# prog_moore_fsm

File: src/rtl/prog_moore_fsm.sv
// prog_moore_fsm: programmable Moore state machine.
// The next-state table (indexed {state, in}) and the per-state output table are
// written through a configuration port while run = 0. While run = 1, the machine
// takes one step for each cycle in which in_valid is high.
// Optional feature macro: PFSM_VALID_MASK_EN. When it is defined, each next-state
// entry has a valid bit. A step onto an entry that was never written sets a sticky
// trap flag instead of moving.
module prog_moore_fsm #(
    parameter int STATE_W     = 2,
    parameter int IN_W        = 1,
    parameter int OUT_W       = 4,
    parameter int RESET_STATE = 0
) (
    input  logic               clk,
    input  logic               reset,
    input  logic               run_i,
    input  logic               restart_i,
    input  logic               in_valid_i,
    input  logic [IN_W-1:0]    in_i,
    input  logic               cfg_we_i,
    input  logic               cfg_kind_i,
    input  logic [STATE_W-1:0] cfg_state_i,
    input  logic [IN_W-1:0]    cfg_in_i,
    input  logic [STATE_W-1:0] cfg_ns_i,
    input  logic [OUT_W-1:0]   cfg_out_i,
    output logic               cfg_ready_o,
    output logic               cfg_err_o,
    output logic [STATE_W-1:0] cur_state_o,
    output logic [OUT_W-1:0]   out_o,
    output logic [15:0]        step_cnt_o,
    output logic               trap_o
);

    localparam int IDX_W      = STATE_W + IN_W;
    localparam int NUM_STATES = 1 << STATE_W;
    localparam int NS_DEPTH   = 1 << IDX_W;
    localparam logic [STATE_W-1:0] RST_STATE = STATE_W'(RESET_STATE);

    logic [STATE_W-1:0] state_q;
    logic [15:0]        step_cnt_q;
    logic               cfg_err_q;

    // The tables are held in flops rather than RAM because reset must restore every entry.
    logic [NS_DEPTH*STATE_W-1:0]  ns_flat;
    logic [NUM_STATES*OUT_W-1:0]  out_flat;

    // A write is accepted only in configuration mode.
    logic             cfg_ok;
    logic [IDX_W-1:0] cfg_idx;
    logic [IDX_W-1:0] step_idx;
    logic [STATE_W-1:0] step_ns;
    logic             step_go;

    assign cfg_ok   = cfg_we_i & ~run_i;
    assign cfg_idx  = {cfg_state_i, cfg_in_i};
    assign step_idx = {state_q, in_i};
    assign step_go  = run_i & in_valid_i;
    assign step_ns  = ns_flat[int'(step_idx)*STATE_W +: STATE_W];

    genvar gi;
    generate
        for (gi = 0; gi < NS_DEPTH; gi++) begin : g_ns
            // On reset, each entry points back to its own state (gi >> IN_W).
            localparam logic [STATE_W-1:0] SELF_STATE = STATE_W'(gi >> IN_W);
            logic [STATE_W-1:0] entry_q;

            // Next-state entry: reset to a self-loop, then loaded by kind-0 writes.
            always_ff @(posedge clk) begin
                if (reset) begin
                    entry_q <= SELF_STATE;
                end else if (cfg_ok && !cfg_kind_i && cfg_idx == IDX_W'(gi)) begin
                    entry_q <= cfg_ns_i;
                end
            end
            assign ns_flat[gi*STATE_W +: STATE_W] = entry_q;
        end

        for (gi = 0; gi < NUM_STATES; gi++) begin : g_out
            logic [OUT_W-1:0] entry_q;

            // Output entry: reset to zero, then loaded by kind-1 writes.
            always_ff @(posedge clk) begin
                if (reset) begin
                    entry_q <= '0;
                end else if (cfg_ok && cfg_kind_i && cfg_state_i == STATE_W'(gi)) begin
                    entry_q <= cfg_out_i;
                end
            end
            assign out_flat[gi*OUT_W +: OUT_W] = entry_q;
        end
    endgenerate

`ifdef PFSM_VALID_MASK_EN
    logic [NS_DEPTH-1:0] valid_flat;
    logic                trap_q;
    logic                step_valid;

    generate
        for (gi = 0; gi < NS_DEPTH; gi++) begin : g_valid
            logic valid_q;

            // Valid bit: marks a next-state entry as programmed after a kind-0 write.
            always_ff @(posedge clk) begin
                if (reset) begin
                    valid_q <= 1'b0;
                end else if (cfg_ok && !cfg_kind_i && cfg_idx == IDX_W'(gi)) begin
                    valid_q <= 1'b1;
                end
            end
            assign valid_flat[gi] = valid_q;
        end
    endgenerate

    assign step_valid = valid_flat[step_idx];
    assign trap_o     = trap_q;
`else
    assign trap_o = 1'b0;
`endif

    // Machine state, step counter and flags. Priority is reset, then restart, then step.
    always_ff @(posedge clk) begin
        if (reset) begin
            state_q    <= RST_STATE;
            step_cnt_q <= '0;
            cfg_err_q  <= 1'b0;
`ifdef PFSM_VALID_MASK_EN
            trap_q     <= 1'b0;
`endif
        end else begin
            cfg_err_q <= cfg_we_i & run_i;
            if (restart_i) begin
                state_q    <= RST_STATE;
                step_cnt_q <= '0;
            end else if (step_go) begin
`ifdef PFSM_VALID_MASK_EN
                if (step_valid) begin
                    state_q    <= step_ns;
                    step_cnt_q <= step_cnt_q + 16'd1;
                end else begin
                    trap_q <= 1'b1;
                end
`else
                state_q    <= step_ns;
                step_cnt_q <= step_cnt_q + 16'd1;
`endif
            end
        end
    end

    assign cfg_ready_o = ~run_i;
    assign cfg_err_o   = cfg_err_q;
    assign cur_state_o = state_q;
    assign out_o       = out_flat[int'(state_q)*OUT_W +: OUT_W];
    assign step_cnt_o  = step_cnt_q;

endmodule

File: config.mk
export PLATFORM = sky130hd
export DESIGN_NAME = prog_moore_fsm
export DESIGN_NICKNAME = d
export VERILOG_FILES = /design/src/rtl/prog_moore_fsm.sv
export SDC_FILE = /design/constraint.sdc
export NUM_CORES = 1
export LEC_CHECK = 0
export CAP_MARGIN = 20
export CORE_UTILIZATION = 42
export CTS_BUF_LIST = sky130_fd_sc_hd__clkbuf_2 sky130_fd_sc_hd__clkbuf_4 sky130_fd_sc_hd__clkbuf_8
export DETAILED_ROUTE_END_ITERATION = 16
export PLACE_DENSITY_LB_ADDON = 0.15
export SETUP_SLACK_MARGIN = 0.02
export SYNTH_ARGS = -nofsm -noshare
export SYNTH_HDL_FRONTEND = slang
export SYNTH_SLANG_ARGS = --single-unit
File: constraint.sdc
create_clock -name clk -period 3.5 [get_ports clk]
set_input_delay 0.7 -clock clk [delete_from_list [all_inputs] [get_ports clk]]
set_output_delay 0.7 -clock clk [all_outputs]
set_load 0.05 [all_outputs]
# logic_op_sequencer_flat

$ cat src/rtl/logic_op_sequencer_if.sv
// Command and logic-unit bus for logic_op_sequencer.
// The slave side is the sequencer. The master side is the command source
// together with the logic units that return unit_res.
interface logic_op_sequencer_if #(
    parameter int W = 8
);
    logic         cmd_valid;
    logic         cmd_ready;
    logic [2:0]   cmd_op;
    logic [W-1:0] cmd_data;
    logic [W-1:0] unit_in;
    logic [W-1:0] unit_sv;
    logic [3:0]   unit_en;
    logic [W-1:0] unit_res;

    modport slave (
        input  cmd_valid, cmd_op, cmd_data, unit_res,
        output cmd_ready, unit_in, unit_sv, unit_en
    );

    modport master (
        output cmd_valid, cmd_op, cmd_data, unit_res,
        input  cmd_ready, unit_in, unit_sv, unit_en
    );
endinterface

$ cat src/rtl/logic_op_sequencer.sv
// logic_op_sequencer: accepts LOAD/AND/OR/NOR/XOR/CLEAR commands and drives
// the shared bitwise logic units. It holds the unit enable for EXEC_CYCLES
// cycles, then writes the combined unit result back into the accumulator.
// Optional feature: define SEQ_ZERO_FLAG_EN to add a registered zero flag (zf).
module logic_op_sequencer #(
    parameter int W           = 8,
    parameter int EXEC_CYCLES = 1
) (
    input  logic                  clk,
    input  logic                  rst_n,
    logic_op_sequencer_if.slave   bus,
    output logic [W-1:0]          acc,
    output logic                  busy,
    output logic                  done,
`ifdef SEQ_ZERO_FLAG_EN
    output logic                  err,
    output logic                  zf
`else
    output logic                  err
`endif
);
    typedef enum logic [1:0] {S_IDLE, S_EXEC, S_DONE} state_t;

    localparam logic [2:0] OP_LOAD  = 3'd0;
    localparam logic [2:0] OP_AND   = 3'd1;
    localparam logic [2:0] OP_OR    = 3'd2;
    localparam logic [2:0] OP_NOR   = 3'd3;
    localparam logic [2:0] OP_XOR   = 3'd4;
    localparam logic [2:0] OP_CLEAR = 3'd5;

    // The counter is loaded with EXEC_CYCLES-1 and runs down to zero.
    // This gives EXEC_CYCLES cycles in EXEC.
    localparam logic [3:0] CNT_INIT = 4'(EXEC_CYCLES - 1);

    state_t       state_q;
    logic [2:0]   op_q;
    logic [W-1:0] opnd_q;
    logic [3:0]   cnt_q;
    logic [W-1:0] acc_q, acc_d;
    logic [3:0]   unit_en_q;
    logic [W-1:0] unit_in_q;
    logic         busy_q, done_q, err_q, ready_q;
    logic         legal;
`ifdef SEQ_ZERO_FLAG_EN
    logic         zf_q;
`endif

    // One-hot unit select. LOAD, CLEAR and illegal opcodes enable no unit.
    function automatic logic [3:0] en_onehot(input logic [2:0] op);
        case (op)
            OP_AND:  return 4'b0001;
            OP_OR:   return 4'b0010;
            OP_NOR:  return 4'b0100;
            OP_XOR:  return 4'b1000;
            default: return 4'b0000;
        endcase
    endfunction

    assign legal = (op_q <= OP_CLEAR);

    // Write-back value for the latched op. Illegal opcodes keep the accumulator.
    always_comb begin
        acc_d = acc_q;
        case (op_q)
            OP_AND, OP_OR, OP_NOR, OP_XOR: acc_d = bus.unit_res;
            OP_LOAD:                       acc_d = opnd_q;
            OP_CLEAR:                      acc_d = '0;
            default:                       acc_d = acc_q;
        endcase
    end

    // Sequencer FSM. Every output is a register, so no input reaches an
    // output combinationally.
    always_ff @(posedge clk or negedge rst_n) begin
        if (!rst_n) begin
            state_q   <= S_IDLE;
            op_q      <= '0;
            opnd_q    <= '0;
            cnt_q     <= '0;
            acc_q     <= '0;
            unit_en_q <= '0;
            unit_in_q <= '0;
            busy_q    <= 1'b0;
            done_q    <= 1'b0;
            err_q     <= 1'b0;
            ready_q   <= 1'b1;
`ifdef SEQ_ZERO_FLAG_EN
            zf_q      <= 1'b1;
`endif
        end else begin
            case (state_q)
                S_IDLE: begin
                    if (bus.cmd_valid) begin
                        op_q      <= bus.cmd_op;
                        opnd_q    <= bus.cmd_data;
                        cnt_q     <= CNT_INIT;
                        unit_en_q <= en_onehot(bus.cmd_op);
                        unit_in_q <= bus.cmd_data;
                        busy_q    <= 1'b1;
                        ready_q   <= 1'b0;
                        state_q   <= S_EXEC;
                    end
                end
                S_EXEC: begin
                    if (cnt_q != 4'd0) begin
                        cnt_q <= cnt_q - 4'd1;
                    end else begin
                        acc_q     <= acc_d;
`ifdef SEQ_ZERO_FLAG_EN
                        if (legal) zf_q <= (acc_d == '0);
`endif
                        unit_en_q <= '0;
                        unit_in_q <= '0;
                        done_q    <= legal;
                        err_q     <= !legal;
                        state_q   <= S_DONE;
                    end
                end
                S_DONE: begin
                    done_q  <= 1'b0;
                    err_q   <= 1'b0;
                    busy_q  <= 1'b0;
                    ready_q <= 1'b1;
                    state_q <= S_IDLE;
                end
                default: state_q <= S_IDLE;
            endcase
        end
    end

    assign bus.cmd_ready = ready_q;
    assign bus.unit_in   = unit_in_q;
    assign bus.unit_en   = unit_en_q;
    assign bus.unit_sv   = acc_q;
    assign acc           = acc_q;
    assign busy          = busy_q;
    assign done          = done_q;
    assign err           = err_q;
`ifdef SEQ_ZERO_FLAG_EN
    assign zf            = zf_q;
`endif
endmodule

$ cat src/flat_wrapper.sv
// flat-port wrapper written by rule: the top's interface ports become plain ports
module logic_op_sequencer_flat 
#(
    parameter int W           = 8,
    parameter int EXEC_CYCLES = 1
)
  (clk, rst_n, acc, busy, done, err, bus_cmd_valid, bus_cmd_op, bus_cmd_data, bus_unit_res, bus_cmd_ready, bus_unit_in, bus_unit_sv, bus_unit_en);
  logic_op_sequencer_if #(.W(W)) bus_i ();
  input  logic clk;
  input  logic rst_n;
  output logic [W-1:0] acc;
  output logic busy;
  output logic done;
  output logic err;
  input wire logic [$bits(bus_i.cmd_valid)-1:0] bus_cmd_valid;
  input wire logic [$bits(bus_i.cmd_op)-1:0] bus_cmd_op;
  input wire logic [$bits(bus_i.cmd_data)-1:0] bus_cmd_data;
  input wire logic [$bits(bus_i.unit_res)-1:0] bus_unit_res;
  output wire logic [$bits(bus_i.cmd_ready)-1:0] bus_cmd_ready;
  output wire logic [$bits(bus_i.unit_in)-1:0] bus_unit_in;
  output wire logic [$bits(bus_i.unit_sv)-1:0] bus_unit_sv;
  output wire logic [$bits(bus_i.unit_en)-1:0] bus_unit_en;
  assign bus_i.cmd_valid = bus_cmd_valid;
  assign bus_i.cmd_op = bus_cmd_op;
  assign bus_i.cmd_data = bus_cmd_data;
  assign bus_i.unit_res = bus_unit_res;
  assign bus_cmd_ready = bus_i.cmd_ready;
  assign bus_unit_in = bus_i.unit_in;
  assign bus_unit_sv = bus_i.unit_sv;
  assign bus_unit_en = bus_i.unit_en;
  logic_op_sequencer #(.W(W), .EXEC_CYCLES(EXEC_CYCLES)) u_core (.clk(clk), .rst_n(rst_n), .bus(bus_i), .acc(acc), .busy(busy), .done(done), .err(err));
endmodule
$ cat config.mk
export PLATFORM = sky130hd
export DESIGN_NAME = logic_op_sequencer_flat
export DESIGN_NICKNAME = d
export VERILOG_FILES = /design/src/rtl/logic_op_sequencer_if.sv /design/src/rtl/logic_op_sequencer.sv /design/src/flat_wrapper.sv
export SDC_FILE = /design/constraint.sdc
export NUM_CORES = 1
export LEC_CHECK = 0
export ABC_CLOCK_PERIOD_IN_PS = 1900
export CAP_MARGIN = 20
export CELL_PAD_IN_SITES_DETAIL_PLACEMENT = 0
export CELL_PAD_IN_SITES_GLOBAL_PLACEMENT = 1
export CORE_MARGIN = 10
export CORE_UTILIZATION = 35
export CTS_CLUSTER_SIZE = 8
export DETAILED_ROUTE_END_ITERATION = 8
export HOLD_SLACK_MARGIN = 0.08
export PLACE_DENSITY_LB_ADDON = 0.1
export SLEW_MARGIN = 15
export SYNTH_ARGS = -nofsm -noshare
export SYNTH_HDL_FRONTEND = slang
export SYNTH_SLANG_ARGS = --single-unit
$ cat constraint.sdc
create_clock -name clk -period 1.9 [get_ports clk]
set_clock_uncertainty 0.1 [all_clocks]
set_input_delay 0.38 -clock clk [delete_from_list [all_inputs] [get_ports clk]]
set_output_delay 0.38 -clock clk [all_outputs]
set_load 0.01 [all_outputs]
logic_op_sequencer_flat/m1.png
The bar under the picture is 20 µm long. Supply wires on this layer in gray.
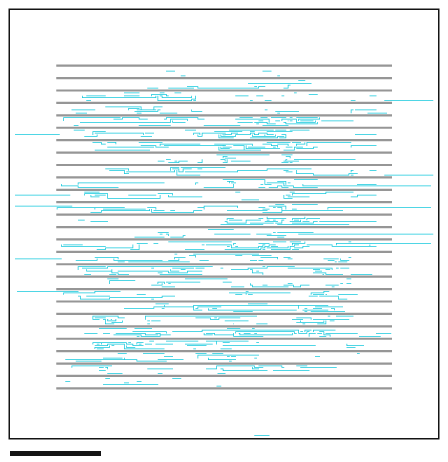
main direction = horizontal
share of all routed wire = 49%
wire length on this layer = 2400 µm
nets with wire on the layer = 237
met1 usage: 15.8%
vias post-DR: 1544
final wirelength: 4910 µm

logic_op_sequencer_flat/route_heat.png
19 x 19 tiles, from dark blue (low) to red (high), scaled to the fullest tile. Values are wire area over tile area, all layers added.
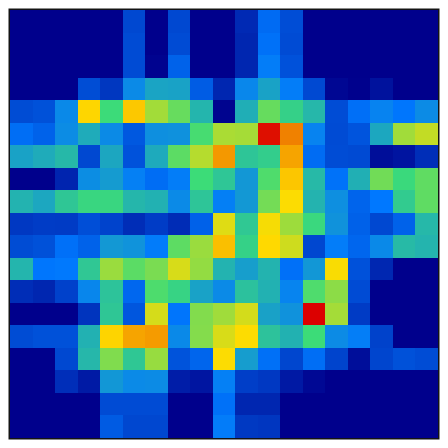
fullest tile = 0.36
mean over tiles = 0.089
nearly empty tiles = 28%
Tot GR Track Use: 11.8%
routed len/inst: 15.8 µm

==> reports/summary.txt, logic_op_sequencer_flat <==
Status = finished clean
Top cells by area = dfrtp_1, a31oi_1, nand2_1
Final WS setup = 0.0669 ns
Count leader, synth = dfrtp_1
First-pass GRT wire length = 8500 µm
Final Net Count = 264
Register area share after synthesis = 53.9%
Clock Sinks = 41
Top cells by count = dfrtp_1, nand2_1, a31oi_1
Area after DPL = 2470 µm²
Cell Count, Final, Fillers Out = 311
Hold Crit Depth = 2
End of the worst hold path = u_core.opnd_q[2]$_DFFE_PN0P_
Final period utilization = 96.5%
PortBufs = 53
Diode count = 0
Gr busiest metal = met2
Chip area = 8800 µm²
Signal buf overhead = 22.9%
Bufs w/o clock = 62
Hold Path Class = reg -> reg
Core Rows = 26
Dpl ws = -0.121 ns
Clock share of power = 16.1%
Flop share of the area = 39.5%
## logic_op_sequencer_flat: power by group through the flow
stage / logic [mW] / registers [mW] / clock network (mW)
2_1_floorplan: 1.23 / 1.57 / 0
3_3_place_gp: 2.06 / 1.62 / 0
3_5_place_dp: 2.11 / 1.63 / 0
4_1_cts: 2.11 / 1.63 / 0.743
5_1_grt: 2.35 / 1.72 / 0.783
6_report: 2.11 / 1.63 / 0.716
## logic_op_sequencer_flat: kinds of logic (layout without fill, tap and decap cells)
logic type,after synthesis,after routing,share of synthesized area [%]
AND-OR/OR-AND,57,57,18.7
adder cells (fa/ha/maj),2,2,1.31
buffers and inverters,26,75,6.96
flip-flops,41,41,53.9
multiplexers,1,1,0.525
AND/OR/NAND/NOR,65,65,18.6
## logic_op_sequencer_flat: sequential cells by signal, summed over array words and instances (netlist names), 2 cells and up
| signal | count |
|---|---|
| u_core.bus.unit_en | 4 |
| u_core.cnt_q | 4 |
| u_core.state_q | 2 |
| u_core.acc | 8 |
| u_core.bus.unit_in | 8 |
| u_core.opnd_q | 8 |
| u_core.op_q | 3 |
prog_moore_fsm/congestion_map.png
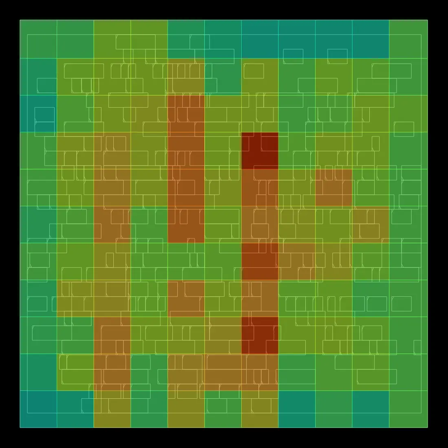
Final Util: 54.4%
met3 usage: 4.79%
gr busiest metal: met2
met2 Track Usage GR: 25.9%
Tot GR Track Use: 17.2%

prog_moore_fsm/m3.png
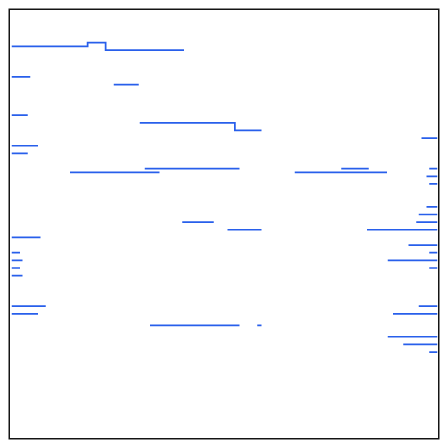
longest straight run = 16.8 µm
share of all routed wire = 5.2%
vias post-DR: 1783
final wirelength: 4630 µm

==> reports/summary.txt, prog_moore_fsm <==
Status = finished clean
Diode count = 0
Fin crit period = 2.91 ns
Comb pwr = 0.0818 mW
Top cells by count = dfxtp_1, nor2_1, mux2i_1, nand2_1, a21oi_1
Yosys warning count = 0
Final Slew Violations = 0
Hold Crit Depth = 2
CP max FO = 9
Worst slew margin = 59.7%
CTS tree = built
Power share of the sequential group = 58.2%
First-pass GRT wire length = 7810 µm
Filler instances = 489
R2R Path Start = step_cnt_o[4]$_SDFFE_PP0P_
CORE AREA = 5200 µm²
Met1 usage = 23.5%
Chip width = 76.2 µm
Io pins = 42
Post-CTS Setup Bufs = 0
Dominant logic cell type in the layout = dfxtp_1
Critical path class = reg -> out
Flip-flops with a built-in enable = 0
Distinct lib cells = 38
Hold Path Class = reg -> reg
Final setup viols = 0
Most frequent cells in the layout = dfxtp_1, clkdlybuf4s50_1, nor2_1
==> prog_moore_fsm: through the flow <==
stage	hold WS [ns]	instances	worst slack, ns	power, mW
final	0.459	346	0.593	1.01
after global routing	0.473	346	0.491	1.06
after CTS	0.461	346	0.548	1.02
after detailed placement	0.448	339	0.778	0.684
after global placement	0.444	339	0.776	0.683
after floorplan	0.430	240	1.10	0.646
==> prog_moore_fsm: registers in the layout (all words and copies together), names as in the netlist <==
register       count
step_cnt_o        16
g_out.entry_q     16
g_ns.entry_q      16
cur_state_o        2
cfg_err_o          1
==> prog_moore_fsm: worst max-delay path, cell delays in order (launching register included) <==
cell             delay [ns]
dfxtp_1                0.62
mux4_2                 0.58
clkdlybuf4s50_1        0.71
==> prog_moore_fsm: final cells by class <==
| cell class | count | area share [%] |
|---|---|---|
| clock buffers | 6 | 2.91 |
| clock inverters | 1 | 0.177 |
| inverters | 3 | 0.397 |
| multi-input cells | 172 | 42.5 |
| flip-flops and latches | 51 | 36.0 |
| well taps | 70 | 3.09 |
| repair buffers | 43 | 14.9 |

# input_buffer_flat

input_buffer_flat/m1.png
The bar under the picture is 50 µm long. Supply wires on this layer in gray.
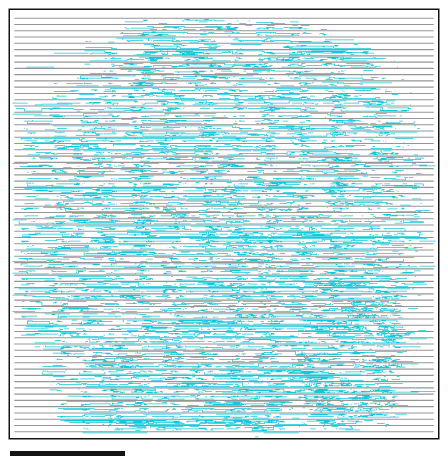

**src/rtl/input_buffer.sv**
```systemverilog
// Torus router input unit: two VC FIFOs with wormhole arbitration,
// first-word fall-through output and per-flit credit return.
package para;
    localparam int FLIT_SIZE  = 32;
    localparam int HEADER_LEN = 2;

    typedef enum logic [1:0] {
        HEAD_FLIT   = 2'b00,
        BODY_FLIT   = 2'b01,
        TAIL_FLIT   = 2'b10,
        SINGLE_FLIT = 2'b11
    } flit_type_t;

    typedef enum logic [1:0] {
        UNLOCKED = 2'd0,
        LOCKED_0 = 2'd1,
        LOCKED_1 = 2'd2
    } arb_state_t;
endpackage

module input_buffer
    import para::*;
#(
    parameter int         FLIT_SIZE = para::FLIT_SIZE,
    parameter int         DEPTH     = 8,
    parameter logic [2:0] PORT_DIR  = 3'd0
) (
    input logic           clk,
    input logic           rst,
    input_buffer_if.slave bus
);
    localparam int AW = $clog2(DEPTH);
    localparam int CW = $clog2(DEPTH + 1);

    logic [FLIT_SIZE-1:0] mem_q [2][DEPTH];
    logic [FLIT_SIZE-1:0] mem_d [2][DEPTH];
    logic [AW-1:0]        wr_ptr_q [2];
    logic [AW-1:0]        wr_ptr_d [2];
    logic [AW-1:0]        rd_ptr_q [2];
    logic [AW-1:0]        rd_ptr_d [2];
    logic [CW-1:0]        cnt_q [2];
    logic [CW-1:0]        cnt_d [2];

    logic ovf_q, ovf_d;
    logic credit_valid_q, credit_valid_d;
    logic credit_vc_q, credit_vc_d;

    arb_state_t state_q;
    logic       rr_q;

    logic [1:0]           nonempty;
    logic                 sel_valid;
    logic                 sel_vc;
    logic                 deq;
    logic                 full;
    logic                 wr_en;
    logic [FLIT_SIZE-1:0] head;
    flit_type_t           ftype;

    always_comb begin
        for (int v = 0; v < 2; v++) begin
            nonempty[v] = (cnt_q[v] != '0);
        end
    end

    // A locked VC is never abandoned, even while it is empty.
    always_comb begin
        sel_vc    = rr_q;
        sel_valid = 1'b0;
        unique case (state_q)
            UNLOCKED: begin
                if (nonempty[rr_q]) begin
                    sel_vc    = rr_q;
                    sel_valid = 1'b1;
                end else if (nonempty[~rr_q]) begin
                    sel_vc    = ~rr_q;
                    sel_valid = 1'b1;
                end
            end
            LOCKED_0: begin
                sel_vc    = 1'b0;
                sel_valid = nonempty[0];
            end
            LOCKED_1: begin
                sel_vc    = 1'b1;
                sel_valid = nonempty[1];
            end
            default: ;
        endcase
    end

    assign head  = mem_q[sel_vc][rd_ptr_q[sel_vc]];
    assign ftype = flit_type_t'(head[FLIT_SIZE-1 -: HEADER_LEN]);
    assign deq   = sel_valid & ~bus.stall;

    // Fullness is judged before this cycle's dequeue.
    assign full  = (cnt_q[bus.vc_in] == CW'(DEPTH));
    assign wr_en = bus.flit_valid_in & ~full;

    always_comb begin
        logic wr;
        logic rd;
        mem_d = mem_q;
        if (wr_en) begin
            mem_d[bus.vc_in][wr_ptr_q[bus.vc_in]] = bus.flit_in;
        end
        for (int v = 0; v < 2; v++) begin
            wr          = wr_en & (bus.vc_in == 1'(v));
            rd          = deq & (sel_vc == 1'(v));
            wr_ptr_d[v] = wr ? wr_ptr_q[v] + AW'(1) : wr_ptr_q[v];
            rd_ptr_d[v] = rd ? rd_ptr_q[v] + AW'(1) : rd_ptr_q[v];
            unique case ({wr, rd})
                2'b10:   cnt_d[v] = cnt_q[v] + CW'(1);
                2'b01:   cnt_d[v] = cnt_q[v] - CW'(1);
                default: cnt_d[v] = cnt_q[v];
            endcase
        end
    end

    always_comb begin
        ovf_d          = ovf_q | (bus.flit_valid_in & full);
        credit_valid_d = deq;
        credit_vc_d    = deq ? sel_vc : credit_vc_q;
    end

    always_ff @(posedge clk) begin
        mem_q <= mem_d;
    end

    always_ff @(posedge clk) begin
        if (rst) begin
            for (int v = 0; v < 2; v++) begin
                wr_ptr_q[v] <= '0;
                rd_ptr_q[v] <= '0;
                cnt_q[v]    <= '0;
            end
            ovf_q          <= 1'b0;
            credit_valid_q <= 1'b0;
            credit_vc_q    <= 1'b0;
        end else begin
            wr_ptr_q       <= wr_ptr_d;
            rd_ptr_q       <= rd_ptr_d;
            cnt_q          <= cnt_d;
            ovf_q          <= ovf_d;
            credit_valid_q <= credit_valid_d;
            credit_vc_q    <= credit_vc_d;
        end
    end

    // Stray body/tail flits while unlocked pass through untouched.
    always_ff @(posedge clk) begin
        if (rst) begin
            state_q <= UNLOCKED;
            rr_q    <= 1'b0;
        end else if (deq) begin
            unique case (state_q)
                UNLOCKED: begin
                    if (ftype == HEAD_FLIT) begin
                        state_q <= sel_vc ? LOCKED_1 : LOCKED_0;
                    end else if (ftype == SINGLE_FLIT) begin
                        rr_q <= ~sel_vc;
                    end
                end
                LOCKED_0, LOCKED_1: begin
                    if (ftype == TAIL_FLIT) begin
                        state_q <= UNLOCKED;
                        rr_q    <= ~sel_vc;
                    end
                end
                default: state_q <= UNLOCKED;
            endcase
        end
    end

    assign bus.flit_out       = head;
    assign bus.flit_valid_out = sel_valid;
    assign bus.dir_out        = PORT_DIR;
    assign bus.credit_valid   = credit_valid_q;
    assign bus.credit_vc      = credit_vc_q;
    assign bus.overflow_err   = ovf_q;
endmodule

```
**src/rtl/input_buffer_if.sv**
```systemverilog
// Link and route-computation side signals of one router input port.
// Master drives incoming flits and stall; slave is the input buffer.
interface input_buffer_if #(
    parameter int W = 32
);
    logic         flit_valid_in;
    logic [W-1:0] flit_in;
    logic         vc_in;
    logic         stall;
    logic [W-1:0] flit_out;
    logic         flit_valid_out;
    logic [2:0]   dir_out;
    logic         credit_valid;
    logic         credit_vc;
    logic         overflow_err;

    modport master (
        output flit_valid_in, flit_in, vc_in, stall,
        input  flit_out, flit_valid_out, dir_out,
        input  credit_valid, credit_vc, overflow_err
    );

    modport slave (
        input  flit_valid_in, flit_in, vc_in, stall,
        output flit_out, flit_valid_out, dir_out,
        output credit_valid, credit_vc, overflow_err
    );
endinterface

```
**src/flat_wrapper.sv**
```systemverilog
// flat-port wrapper written by rule: the top's interface ports become plain ports
module input_buffer_flat import para::*;
#(
    parameter int         FLIT_SIZE = para::FLIT_SIZE,
    parameter int         DEPTH     = 8,
    parameter logic [2:0] PORT_DIR  = 3'd0
)
  (clk, rst, bus_flit_valid_in, bus_flit_in, bus_vc_in, bus_stall, bus_flit_out, bus_flit_valid_out, bus_dir_out, bus_credit_valid, bus_credit_vc, bus_overflow_err);
  input_buffer_if #(.W((32))) bus_i ();
  input logic clk;
  input logic rst;
  input wire logic [$bits(bus_i.flit_valid_in)-1:0] bus_flit_valid_in;
  input wire logic [$bits(bus_i.flit_in)-1:0] bus_flit_in;
  input wire logic [$bits(bus_i.vc_in)-1:0] bus_vc_in;
  input wire logic [$bits(bus_i.stall)-1:0] bus_stall;
  output wire logic [$bits(bus_i.flit_out)-1:0] bus_flit_out;
  output wire logic [$bits(bus_i.flit_valid_out)-1:0] bus_flit_valid_out;
  output wire logic [$bits(bus_i.dir_out)-1:0] bus_dir_out;
  output wire logic [$bits(bus_i.credit_valid)-1:0] bus_credit_valid;
  output wire logic [$bits(bus_i.credit_vc)-1:0] bus_credit_vc;
  output wire logic [$bits(bus_i.overflow_err)-1:0] bus_overflow_err;
  assign bus_i.flit_valid_in = bus_flit_valid_in;
  assign bus_i.flit_in = bus_flit_in;
  assign bus_i.vc_in = bus_vc_in;
  assign bus_i.stall = bus_stall;
  assign bus_flit_out = bus_i.flit_out;
  assign bus_flit_valid_out = bus_i.flit_valid_out;
  assign bus_dir_out = bus_i.dir_out;
  assign bus_credit_valid = bus_i.credit_valid;
  assign bus_credit_vc = bus_i.credit_vc;
  assign bus_overflow_err = bus_i.overflow_err;
  input_buffer #(.FLIT_SIZE(FLIT_SIZE), .DEPTH(DEPTH), .PORT_DIR(PORT_DIR)) u_core (.clk(clk), .rst(rst), .bus(bus_i));
endmodule
```
**config.mk**
```make
export PLATFORM = sky130hd
export DESIGN_NAME = input_buffer_flat
export DESIGN_NICKNAME = d
export VERILOG_FILES = /design/src/rtl/input_buffer.sv /design/src/rtl/input_buffer_if.sv /design/src/flat_wrapper.sv
export SDC_FILE = /design/constraint.sdc
export NUM_CORES = 1
export LEC_CHECK = 0
export ABC_AREA = 0
export CAP_MARGIN = 10
export CORE_MARGIN = 1.5
export CORE_UTILIZATION = 66
export DETAILED_ROUTE_END_ITERATION = 6
export GPL_TIMING_DRIVEN = 0
export PLACE_DENSITY = 0.94
export SLEW_MARGIN = 5
export SYNTH_ARGS = -nofsm -noshare
export SYNTH_HDL_FRONTEND = slang
export SYNTH_SLANG_ARGS = --single-unit
```
**constraint.sdc**
```tcl
create_clock -name clk -period 8.21 [get_ports clk]
set_clock_uncertainty 0.1 [all_clocks]
set_input_delay 0.821 -clock clk [delete_from_list [all_inputs] [get_ports clk]]
set_output_delay 0.821 -clock clk [all_outputs]
set_load 0.01 [all_outputs]
```
# micro_sequencer

--- src/rtl/micro_sequencer.sv ---
// micro_sequencer: microprogram sequencer driven by the four-phase timing
// generator. One t1..t4 round is one machine cycle:
//   t1 fetch udata into uir, t2 drive ctrl, t3 select the next address,
//   t4 commit upc and clear ctrl.
// Build option SINGLE_STEP_EN adds a step input and a STEP state that runs
// exactly one machine cycle out of HALT.
//
// state | meaning
// RUN   | executing microinstructions, one per t1..t4 round
// HALT  | upc/uir/unext/ctrl frozen, waiting for run_req (or step)
// STEP  | one machine cycle with RUN rules, then back to HALT (SINGLE_STEP_EN)
module micro_sequencer #(
  parameter int AW         = 6,
  parameter int CW         = 16,
  parameter int OPW        = 4,
  parameter int RESET_ADDR = 0
) (
  input  logic              clk,
  input  logic              reset,
  input  logic              t1,
  input  logic              t2,
  input  logic              t3,
  input  logic              t4,
  input  logic [CW+AW+2:0]  udata,
  input  logic [OPW-1:0]    ir_op,
  input  logic              cond,
  input  logic              halt_req,
  input  logic              run_req,
`ifdef SINGLE_STEP_EN
  input  logic              step,
`endif
  output logic [AW-1:0]     uaddr,
  output logic [CW-1:0]     ctrl,
  output logic              halted,
  output logic              phase_err
);

  localparam int UW = CW + AW + 3;

`ifdef SINGLE_STEP_EN
  typedef enum logic [1:0] {S_RUN = 2'd0, S_HALT = 2'd1, S_STEP = 2'd2} state_t;
`else
  typedef enum logic {S_RUN = 1'b0, S_HALT = 1'b1} state_t;
`endif

  state_t          state, state_nxt;
  logic [AW-1:0]   upc, unext, addr_sel;
  logic [UW-1:0]   uir;
  logic [1:0]      exp_ph;
  logic [3:0]      phase_v, exp_vec;
  logic            ph_ok, ph_bad, active;

  logic            uir_hlt;
  logic [1:0]      uir_seq;
  logic [AW-1:0]   uir_next;
  logic [CW-1:0]   uir_ctrl;

  assign uir_hlt  = uir[UW-1];
  assign uir_seq  = uir[UW-2:UW-3];
  assign uir_next = uir[CW+AW-1:CW];
  assign uir_ctrl = uir[CW-1:0];

  assign uaddr = upc;

  // Phase qualification: exactly the expected one-hot pulse is accepted.
  // Since exp_vec is one-hot, equality also rules out multiple pulses.
  assign phase_v = {t4, t3, t2, t1};
  assign exp_vec = 4'b0001 << exp_ph;
  assign ph_ok   = (phase_v != 4'b0000) && (phase_v == exp_vec);
  assign ph_bad  = (phase_v != 4'b0000) && (phase_v != exp_vec);
  assign active  = (state != S_HALT);

  // Next micro-address selection from the sequencing field.
  always_comb begin
    addr_sel = upc + AW'(1);
    case (uir_seq)
      2'b00: addr_sel = upc + AW'(1);
      2'b01: addr_sel = uir_next;
      2'b10: addr_sel = {ir_op, {(AW-OPW){1'b0}}};
      2'b11: addr_sel = cond ? uir_next : upc + AW'(1);
      default: addr_sel = upc + AW'(1);
    endcase
  end

  // Next-state logic: transitions only happen on an accepted phase-4 edge.
  always_comb begin
    state_nxt = state;
    if (ph_ok && t4) begin
      case (state)
        S_RUN: begin
          if (uir_hlt || halt_req)
            state_nxt = S_HALT;
        end
        S_HALT: begin
          if (halt_req)
            state_nxt = S_HALT;
          else if (run_req)
            state_nxt = S_RUN;
`ifdef SINGLE_STEP_EN
          else if (step)
            state_nxt = S_STEP;
`endif
        end
`ifdef SINGLE_STEP_EN
        S_STEP: state_nxt = S_HALT;
`endif
        default: state_nxt = S_HALT;
      endcase
    end
  end

  // State register; halted is registered alongside it.
  always_ff @(posedge clk or posedge reset) begin
    if (reset) begin
      state  <= S_RUN;
      halted <= 1'b0;
    end else begin
      state  <= state_nxt;
      halted <= (state_nxt == S_HALT);
    end
  end

  // Phase tracker and sticky protocol error; an illegal pulse resyncs to t1.
  always_ff @(posedge clk or posedge reset) begin
    if (reset) begin
      exp_ph    <= 2'd0;
      phase_err <= 1'b0;
    end else if (ph_bad) begin
      exp_ph    <= 2'd0;
      phase_err <= 1'b1;
    end else if (ph_ok) begin
      exp_ph    <= exp_ph + 2'd1;
    end
  end

  // Microinstruction datapath: fetch, drive, select, commit.
  always_ff @(posedge clk or posedge reset) begin
    if (reset) begin
      upc   <= AW'(RESET_ADDR);
      unext <= AW'(RESET_ADDR);
      uir   <= '0;
      ctrl  <= '0;
    end else if (ph_ok && active) begin
      if (t1) uir   <= udata;
      if (t2) ctrl  <= uir_ctrl;
      if (t3) unext <= addr_sel;
      if (t4) begin
        upc  <= unext;
        ctrl <= '0;
      end
    end
  end

endmodule

--- config.mk ---
export PLATFORM = sky130hd
export DESIGN_NAME = micro_sequencer
export DESIGN_NICKNAME = d
export VERILOG_FILES = /design/src/rtl/micro_sequencer.sv
export SDC_FILE = /design/constraint.sdc
export NUM_CORES = 1
export LEC_CHECK = 0
export ABC_AREA = 1
export CORE_MARGIN = 1
export CORE_UTILIZATION = 46
export DETAILED_ROUTE_END_ITERATION = 10
export PLACE_DENSITY = 0.88
export SLEW_MARGIN = 10
export SYNTH_ARGS = -nofsm -noshare
export SYNTH_HDL_FRONTEND = slang
export SYNTH_SLANG_ARGS = --single-unit
--- constraint.sdc ---
create_clock -name clk -period 1.7 [get_ports clk]
set_clock_uncertainty 0.2 [all_clocks]
set_input_delay 0.255 -clock clk [delete_from_list [all_inputs] [get_ports clk]]
set_output_delay 0.255 -clock clk [all_outputs]
set_load 0.01 [all_outputs]
# spi_miso_reg_arbiter

===== src/rtl/spi_regs_pkg.sv =====
// ============================================================================
// Module      : spi_regs_pkg
// Description : Shared types and constants for the SPI MISO register bank.
// Revision    : 1.0 - initial release
// ============================================================================
`default_nettype none

package spi_regs_pkg;

  // Default bank geometry: 16 words of 32 bits
  localparam int BANK_ADDR_W = 4;
  localparam int BANK_DEPTH  = 2 ** BANK_ADDR_W;
  localparam int WORD_W      = 32;

  // Named register slots as seen by the Pi
  localparam logic [BANK_ADDR_W-1:0] SLOT_HPS       = 4'd0;
  localparam logic [BANK_ADDR_W-1:0] SLOT_SPEED     = 4'd1;
  localparam logic [BANK_ADDR_W-1:0] SLOT_TIMESTAMP = 4'd15;

  // Write-port controller states
  typedef enum logic [1:0] {
    IDLE   = 2'd0,
    WRITE  = 2'd1,
    FREEZE = 2'd2
  } state_t;

  // Successor of idx in a ring of n entries
  function automatic int next_index(input int idx, input int n);
    return (idx + 1 >= n) ? 0 : idx + 1;
  endfunction

endpackage

`default_nettype wire


===== src/rtl/rr_arbiter.sv =====
// ============================================================================
// Module      : rr_arbiter
// Description : Combinational round-robin arbiter. Grants the first active
//               request at or after the pointer, searching upward with wrap.
// Revision    : 1.0 - initial release
// ============================================================================
`default_nettype none

module rr_arbiter
  import spi_regs_pkg::*;
#(
  parameter int N     = 4,
  parameter int IDX_W = (N > 1) ? $clog2(N) : 1
) (
  input  logic [N-1:0]     req,
  input  logic [IDX_W-1:0] ptr,
  output logic [N-1:0]     grant,
  output logic [IDX_W-1:0] idx,
  output logic             any
);

  // Scan the ring starting at ptr and stop at the first active request
  always_comb begin
    int k;
    k     = 0;
    grant = '0;
    idx   = '0;
    any   = 1'b0;
    for (int i = 0; i < N; i++) begin
      k = int'(ptr) + i;
      if (k >= N) k = k - N;
      if (!any && req[k]) begin
        any      = 1'b1;
        grant[k] = 1'b1;
        idx      = IDX_W'(k);
      end
    end
  end

endmodule

`default_nettype wire


===== src/rtl/spi_miso_reg_arbiter.sv =====
// ============================================================================
// Module      : spi_miso_reg_arbiter
// Description : FPGA-to-Pi register bank read by spi_slave on the MISO side.
//               One write port shared round-robin between N_REQ requesters
//               with a valid/ready handshake; writes are held off while the
//               SPI chip select is active so a word is never torn.
//               Optional macro SPI_MISO_TIMESTAMP_EN: a free-running counter
//               is captured into the top bank word on every CS falling edge,
//               and requester writes to that word are acknowledged but dropped.
// Revision    : 1.0 - initial release
// ============================================================================
`default_nettype none

module spi_miso_reg_arbiter
  import spi_regs_pkg::*;
#(
  parameter int N_REQ  = 4,
  parameter int ADDR_W = BANK_ADDR_W,
  parameter int DATA_W = WORD_W
) (
  input  logic                     clk,
  input  logic                     reset_n,
  input  logic [N_REQ-1:0]         req_valid,
  input  logic [N_REQ*ADDR_W-1:0]  req_addr,
  input  logic [N_REQ*DATA_W-1:0]  req_data,
  output logic [N_REQ-1:0]         req_ready,
  input  logic                     spi_cs_sync,
  input  logic [ADDR_W-1:0]        rd_addr,
  output logic [DATA_W-1:0]        rd_data,
  output logic [15:0]              wr_count
);

  localparam int DEPTH = 2 ** ADDR_W;
  localparam int PTR_W = $clog2(N_REQ);

  state_t              state;
  logic [PTR_W-1:0]    ptr;
  logic [PTR_W-1:0]    grant_idx;
  logic [N_REQ-1:0]    ready_q;
  logic [15:0]         count_q;
  logic [DATA_W-1:0]   bank [DEPTH];

  logic [ADDR_W-1:0]   addr_arr [N_REQ];
  logic [DATA_W-1:0]   data_arr [N_REQ];

  logic [N_REQ-1:0]    arb_grant;
  logic [PTR_W-1:0]    arb_idx;
  logic                arb_any;

  logic [ADDR_W-1:0]   wr_addr;
  logic [DATA_W-1:0]   wr_data;
  logic                wr_keep;

  // Split the packed request buses into per-requester words
  generate
    for (genvar i = 0; i < N_REQ; i++) begin : g_unpack
      assign addr_arr[i] = req_addr[i*ADDR_W +: ADDR_W];
      assign data_arr[i] = req_data[i*DATA_W +: DATA_W];
    end
  endgenerate

  rr_arbiter #(
    .N     (N_REQ),
    .IDX_W (PTR_W)
  ) u_rr_arbiter (
    .req   (req_valid),
    .ptr   (ptr),
    .grant (arb_grant),
    .idx   (arb_idx),
    .any   (arb_any)
  );

  // Address and data of the granted requester, sampled during WRITE
  assign wr_addr = addr_arr[grant_idx];
  assign wr_data = data_arr[grant_idx];

`ifdef SPI_MISO_TIMESTAMP_EN
  localparam logic [ADDR_W-1:0] TOP_ADDR = '1;

  logic [31:0] ts_count;
  logic        cs_q;
  logic        cs_fall;

  // Free-running timestamp and registered chip select for edge detection
  always_ff @(posedge clk) begin
    if (!reset_n) begin
      ts_count <= '0;
      cs_q     <= 1'b1;
    end else begin
      ts_count <= ts_count + 32'd1;
      cs_q     <= spi_cs_sync;
    end
  end

  assign cs_fall = cs_q & ~spi_cs_sync;
  // The top word belongs to the timestamp; requester data for it is dropped
  assign wr_keep = (wr_addr != TOP_ADDR);
`else
  assign wr_keep = 1'b1;
`endif

  // Controller FSM, round-robin pointer, commit counter and bank storage
  always_ff @(posedge clk) begin
    if (!reset_n) begin
      state     <= IDLE;
      ptr       <= '0;
      grant_idx <= '0;
      ready_q   <= '0;
      count_q   <= '0;
      for (int i = 0; i < DEPTH; i++) begin
        bank[i] <= '0;
      end
    end else begin
      ready_q <= '0;
      case (state)
        IDLE: begin
          if (!spi_cs_sync) begin
            state <= FREEZE;
          end else if (arb_any) begin
            grant_idx <= arb_idx;
            ready_q   <= arb_grant;
            state     <= WRITE;
          end
        end
        WRITE: begin
          if (wr_keep) bank[wr_addr] <= wr_data;
          count_q <= count_q + 16'd1;
          ptr     <= PTR_W'(next_index(int'(grant_idx), N_REQ));
          state   <= spi_cs_sync ? IDLE : FREEZE;
        end
        FREEZE: begin
          if (spi_cs_sync) state <= IDLE;
        end
        default: state <= IDLE;
      endcase
`ifdef SPI_MISO_TIMESTAMP_EN
      if (cs_fall) bank[TOP_ADDR] <= DATA_W'(ts_count);
`endif
    end
  end

  // An aborted write must not be acknowledged, or the requester would drop
  // data that never reached the bank; reset masks the pulse immediately.
  assign req_ready = ready_q & {N_REQ{reset_n}};
  assign rd_data   = bank[rd_addr];
  assign wr_count  = count_q;

endmodule

`default_nettype wire


===== config.mk =====
export PLATFORM = sky130hd
export DESIGN_NAME = spi_miso_reg_arbiter
export DESIGN_NICKNAME = d
export VERILOG_FILES = /design/src/rtl/spi_regs_pkg.sv /design/src/rtl/rr_arbiter.sv /design/src/rtl/spi_miso_reg_arbiter.sv
export SDC_FILE = /design/constraint.sdc
export NUM_CORES = 1
export LEC_CHECK = 0
export ABC_CLOCK_PERIOD_IN_PS = 3900
export CORE_ASPECT_RATIO = 1.25
export CORE_MARGIN = 5
export CORE_UTILIZATION = 35
export CTS_CLUSTER_SIZE = 40
export DETAILED_ROUTE_END_ITERATION = 10
export SLEW_MARGIN = 20
export SYNTH_ARGS = -nofsm -noshare
export SYNTH_HDL_FRONTEND = slang
export SYNTH_SLANG_ARGS = --single-unit
export TNS_END_PERCENT = 30

===== constraint.sdc =====
create_clock -name clk -period 3.9 [get_ports clk]
set_clock_uncertainty 0.2 [all_clocks]
set_input_delay 0.78 -clock clk [delete_from_list [all_inputs] [get_ports clk]]
set_output_delay 0.78 -clock clk [all_outputs]
set_load 0.05 [all_outputs]

micro_sequencer/m3.png
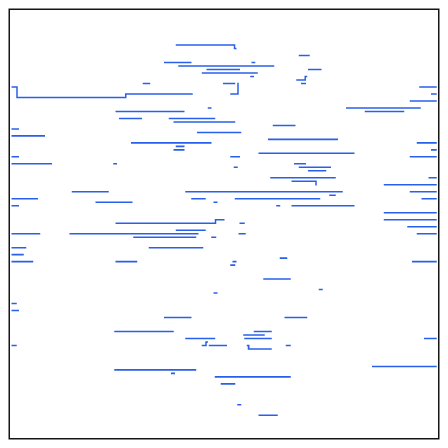
main direction = horizontal
wire length on this layer = 632 µm
longest straight run = 30.4 µm
final wirelength: 8970 µm
vias post-DR: 2971
met3 usage: 6.16%

==> reports/summary.txt, micro_sequencer <==
Synth-to-layout area growth = 41.7%
Fin crit period = 2.02 ns
Clock root buffer = clkbuf_8
CP max stage cell = dfrtp_2
Final setup viols = 57
Flop share of the area = 33.2%
Io pins = 62
Top-area cell share = 46.9%
Critical Path AT = 2.04 ns
Reg2Reg Setup Slack = -0.32 ns
WP data required = 1.72 ns
Final WS setup = -0.318 ns
Mux frac, synth = 0%
Final Util = 67.9%
Status = finished with violations
DR top layer = met4
H-tree Lvls = 3
Global placer's final weighted congestion = 0.862
Cell Count, Final, Fillers Out = 555
Failing checks = setup timing
Tot GR Track Use = 25.1%
Max IR drop VDD = 814 µV
Residual DRC = 0
Leak = 2.30 nW
Filler instances = 442
Largest net degree at the start of global routing = 58
[micro_sequencer: sequential cells by signal, indices dropped and copies added, names as in the netlist]
signal     flops
uaddr          6
exp_ph         2
unext          6
ctrl          16
uir           25
phase_err      1
state          1
[micro_sequencer: placed cells by master (no fill, tap or decap), drive strengths merged, types with 2 or more instances in the layout]
cell	instances
dlygate4sd2	20
dfrtp	57
bufinv	2
nor2	24
ha	5
clkbuf	11
a21oi	2
clkdlybuf4s50	37
nand2	162
o21ai	6
nand4	6
o21bai	2
clkinvlp	3
dlymetal6s2s	4
buf	34
inv	39
nand3	62
[micro_sequencer: critical path, delay by kind of cell (launching register included)]
| kind | cells | cell delay [ns] |
|---|---|---|
| and+or+nand+nor | 7 | 0.58 |
| adders and majority gates | 1 | 0.16 |
| DFF | 1 | 0.45 |
| buffers and inverters | 4 | 0.52 |
[micro_sequencer: where the power goes]
| part | switching, mW | leakage (nW) | internal [mW] | total (mW) |
|---|---|---|---|---|
| Clock | 0.589 | 0.106 | 0.836 | 1.43 |
| Combinational | 0.860 | 1.46 | 0.621 | 1.48 |
| Sequential | 0.326 | 0.728 | 1.79 | 2.11 |
input_buffer_flat/m2.png
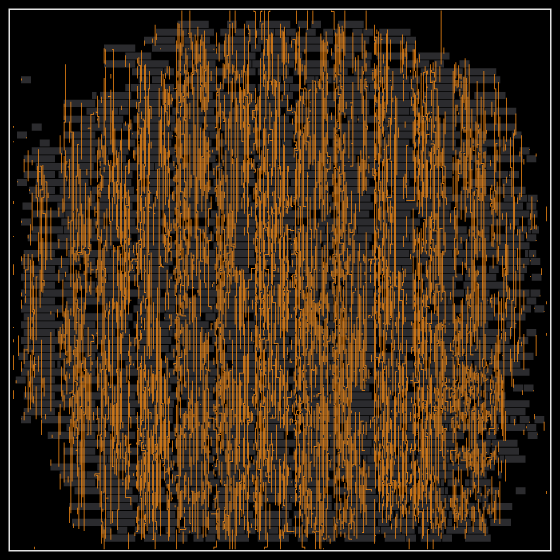
longest straight run = 67.1 µm
share of all routed wire = 50%
nets with wire on the layer = 1302
main direction = vertical
met2 Track Usage GR: 53.0%
final wirelength: 51900 µm
vias post-DR: 12200

About input_buffer_flat/m1.png:
nets with wire on the layer = 1366
wire length on this layer = 19000 µm
share of all routed wire = 37%
met1 usage: 39.0%

==> reports/summary.txt, input_buffer_flat <==
Max IR drop VDD = 238 µV
Synth-to-layout area growth = 15.4%
Ys cells = 1243
Area-dominant class = flip-flops and latches
Top cells by count = edfxtp_1, mux2i_1, nor2_1
# Taps = 442
Global placer's final weighted congestion = 0.815
Final Net Count = 1439
Layout clock area frac = 6.31%
Post-Synthesis Cells = 1243
Status = finished clean
Crit path to = bus_flit_out[0]
Final hold vios = 0
Final Instance Area = 25500 µm²
Chip width = 186 µm
Reg2Reg Setup Slack = 4.50 ns
R2R Path Start = u_core.cnt_q[3]$_SDFFE_PP0P_
Residual DRC = 0
Count leader, synth = edfxtp_1
Clock root buffer = clkbuf_16
DRT Pass-1 Iters = 6
TritonCTS buffer count = 51
Hold Crit Depth = 2
-- input_buffer_flat: worst max-delay path, stage by stage, from the launching register on --
cell and delay, ns:
dfxtp_1 0.34, or4_4 0.59, o31a_1 0.32, nor2_1 0.36
mux2i_1 0.52, buf_1 0.77, mux2i_1 0.49, clkdlybuf4s50_1 0.62
-- input_buffer_flat: sequential cells by signal, summed over array words and instances (netlist names) --
register	count
u_core.bus.credit_valid	1
u_core.bus.credit_vc	1
u_core.bus.overflow_err	1
u_core.cnt_q	8
u_core.mem_q	512
u_core.rd_ptr_q	6
u_core.rr_q	1
u_core.state_q	2
u_core.wr_ptr_q	6
-- input_buffer_flat: routing by layer --
metal	vias to the layer above	GRT usage (%)	share of wire (%)
met2	856	53.0	50
met4	0	14.6	4.3
met5	-	0	0
met1	6111	39.0	37
met3	160	4.62	8.6
li1	5117	-	-
-- input_buffer_flat: per-stage QoR --
stage                     hold WS [ns]  util, %  total power, mW
after floorplan                  0.335        -             5.28
after global placement           0.347     71.4             6.24
after detailed placement         0.376     73.0             6.37
after CTS                        0.385     77.9             8.71
after global routing             0.402     77.9             9.01
final                            0.381     77.9             8.75
spi_miso_reg_arbiter/m3.png
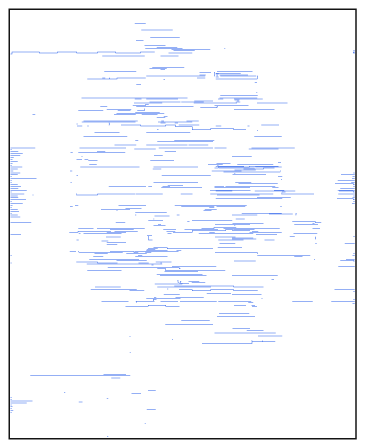
nets with wire on the layer = 206
longest straight run = 75.0 µm
wire length on this layer = 5860 µm
main direction = horizontal
vias post-DR: 15300
met3 usage: 3.11%
final wirelength: 73500 µm

spi_miso_reg_arbiter/congestion_map.png
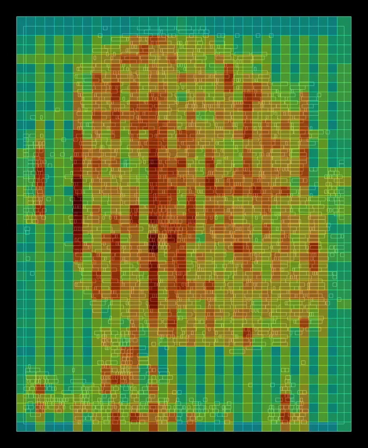
routed len/inst: 26.3 µm
Final Util: 43.4%
met2 Track Usage GR: 35.6%
Tot GR Track Use: 19.6%
gr busiest metal: met2

==> reports/summary.txt, spi_miso_reg_arbiter <==
CP max stage cell = mux4_2
Worst hold start = state[0]$_SDFFE_PN0P_
Status = finished clean
Unrepaired setup endpoints after global routing = false
Dominant logic cell type in the layout = nor2_1
Vias in the first global route = 16000
AO/OA Area Share = 1.58%
1st-iter DRT viols = 1902
Dpl cells = 2702
Final period utilization = 94.2%
Leak = 10.3 nW
Most frequent cells in the layout = nor2_1, edfxtp_1, mux4_2
CP startpoint = rd_addr[0]
Final hold vios = 0
Log Warnings = 33
==> spi_miso_reg_arbiter: sequential cells by signal (all words and copies together) (netlist names) <==
register,cells
bank,512
grant_idx,2
wr_count,16
ready_q,4
state,2
ptr,2
==> spi_miso_reg_arbiter: cell families after synthesis <==
logic type	count (synthesis)
mux	235
xor+xnor	11
compound gates	69
buf+inv	148
fa+ha+maj	10
simple gates	650
flops	538
==> spi_miso_reg_arbiter: Yosys cell counts, drive strengths merged (2+ instances only) <==
master  count
nand2      77
nand4       3
or2         4
xor2        3
nor2b       4
mux4      168
a21oi      14
nor3        6
edfxtp    512
o22ai       2
or3         4
nor2      537
xnor2       8
o211ai      2
o21ai      41
buf        43
mux2       33
inv         9
nand3       5
clkbuf     95
a22oi       8
and2        7
dfxtp      26
ha         10
mux2i      34
==> spi_miso_reg_arbiter: final cells by class <==
type                       instances  area, µm²  area share [%]
clock buffer                      61       1360            4.58
clock inverter                    34        379            1.28
inverter                          10       37.5           0.127
multi-input combinational        975       7680            25.9
sequential                       538      15900            53.7
tap                              872       1090            3.68
timing repair buffer             307       3170            10.7
==> spi_miso_reg_arbiter: worst max-delay path: cells and delay by family <==
kind	cells	cell delay, ns
buf+inv	3	0.80
mux	2	1.06


==> gallery <==
Routing congestion.
Plate I
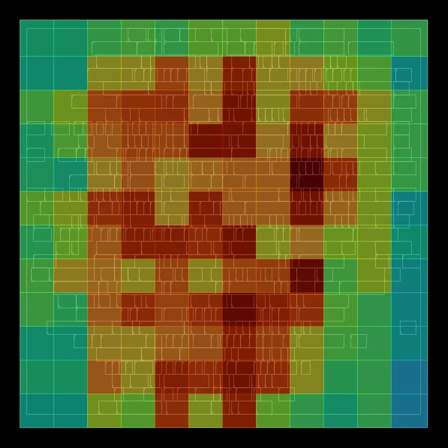
Plate II
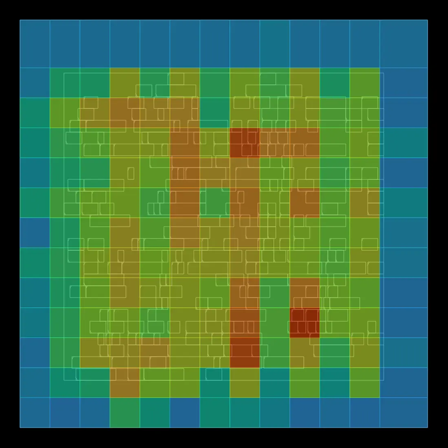
Plate III
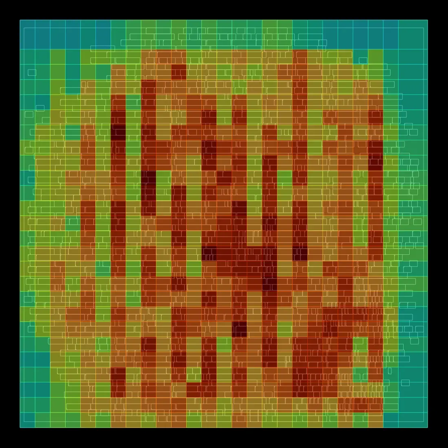
The one with the lowest track usage is Plate II.
The one with the most wire per cell is Plate III.
| from | picture |
|---|---|
| micro_sequencer | Plate I |
| logic_op_sequencer_flat | Plate II |
| input_buffer_flat | Plate III |

Power and IR drop assume default switching activity.
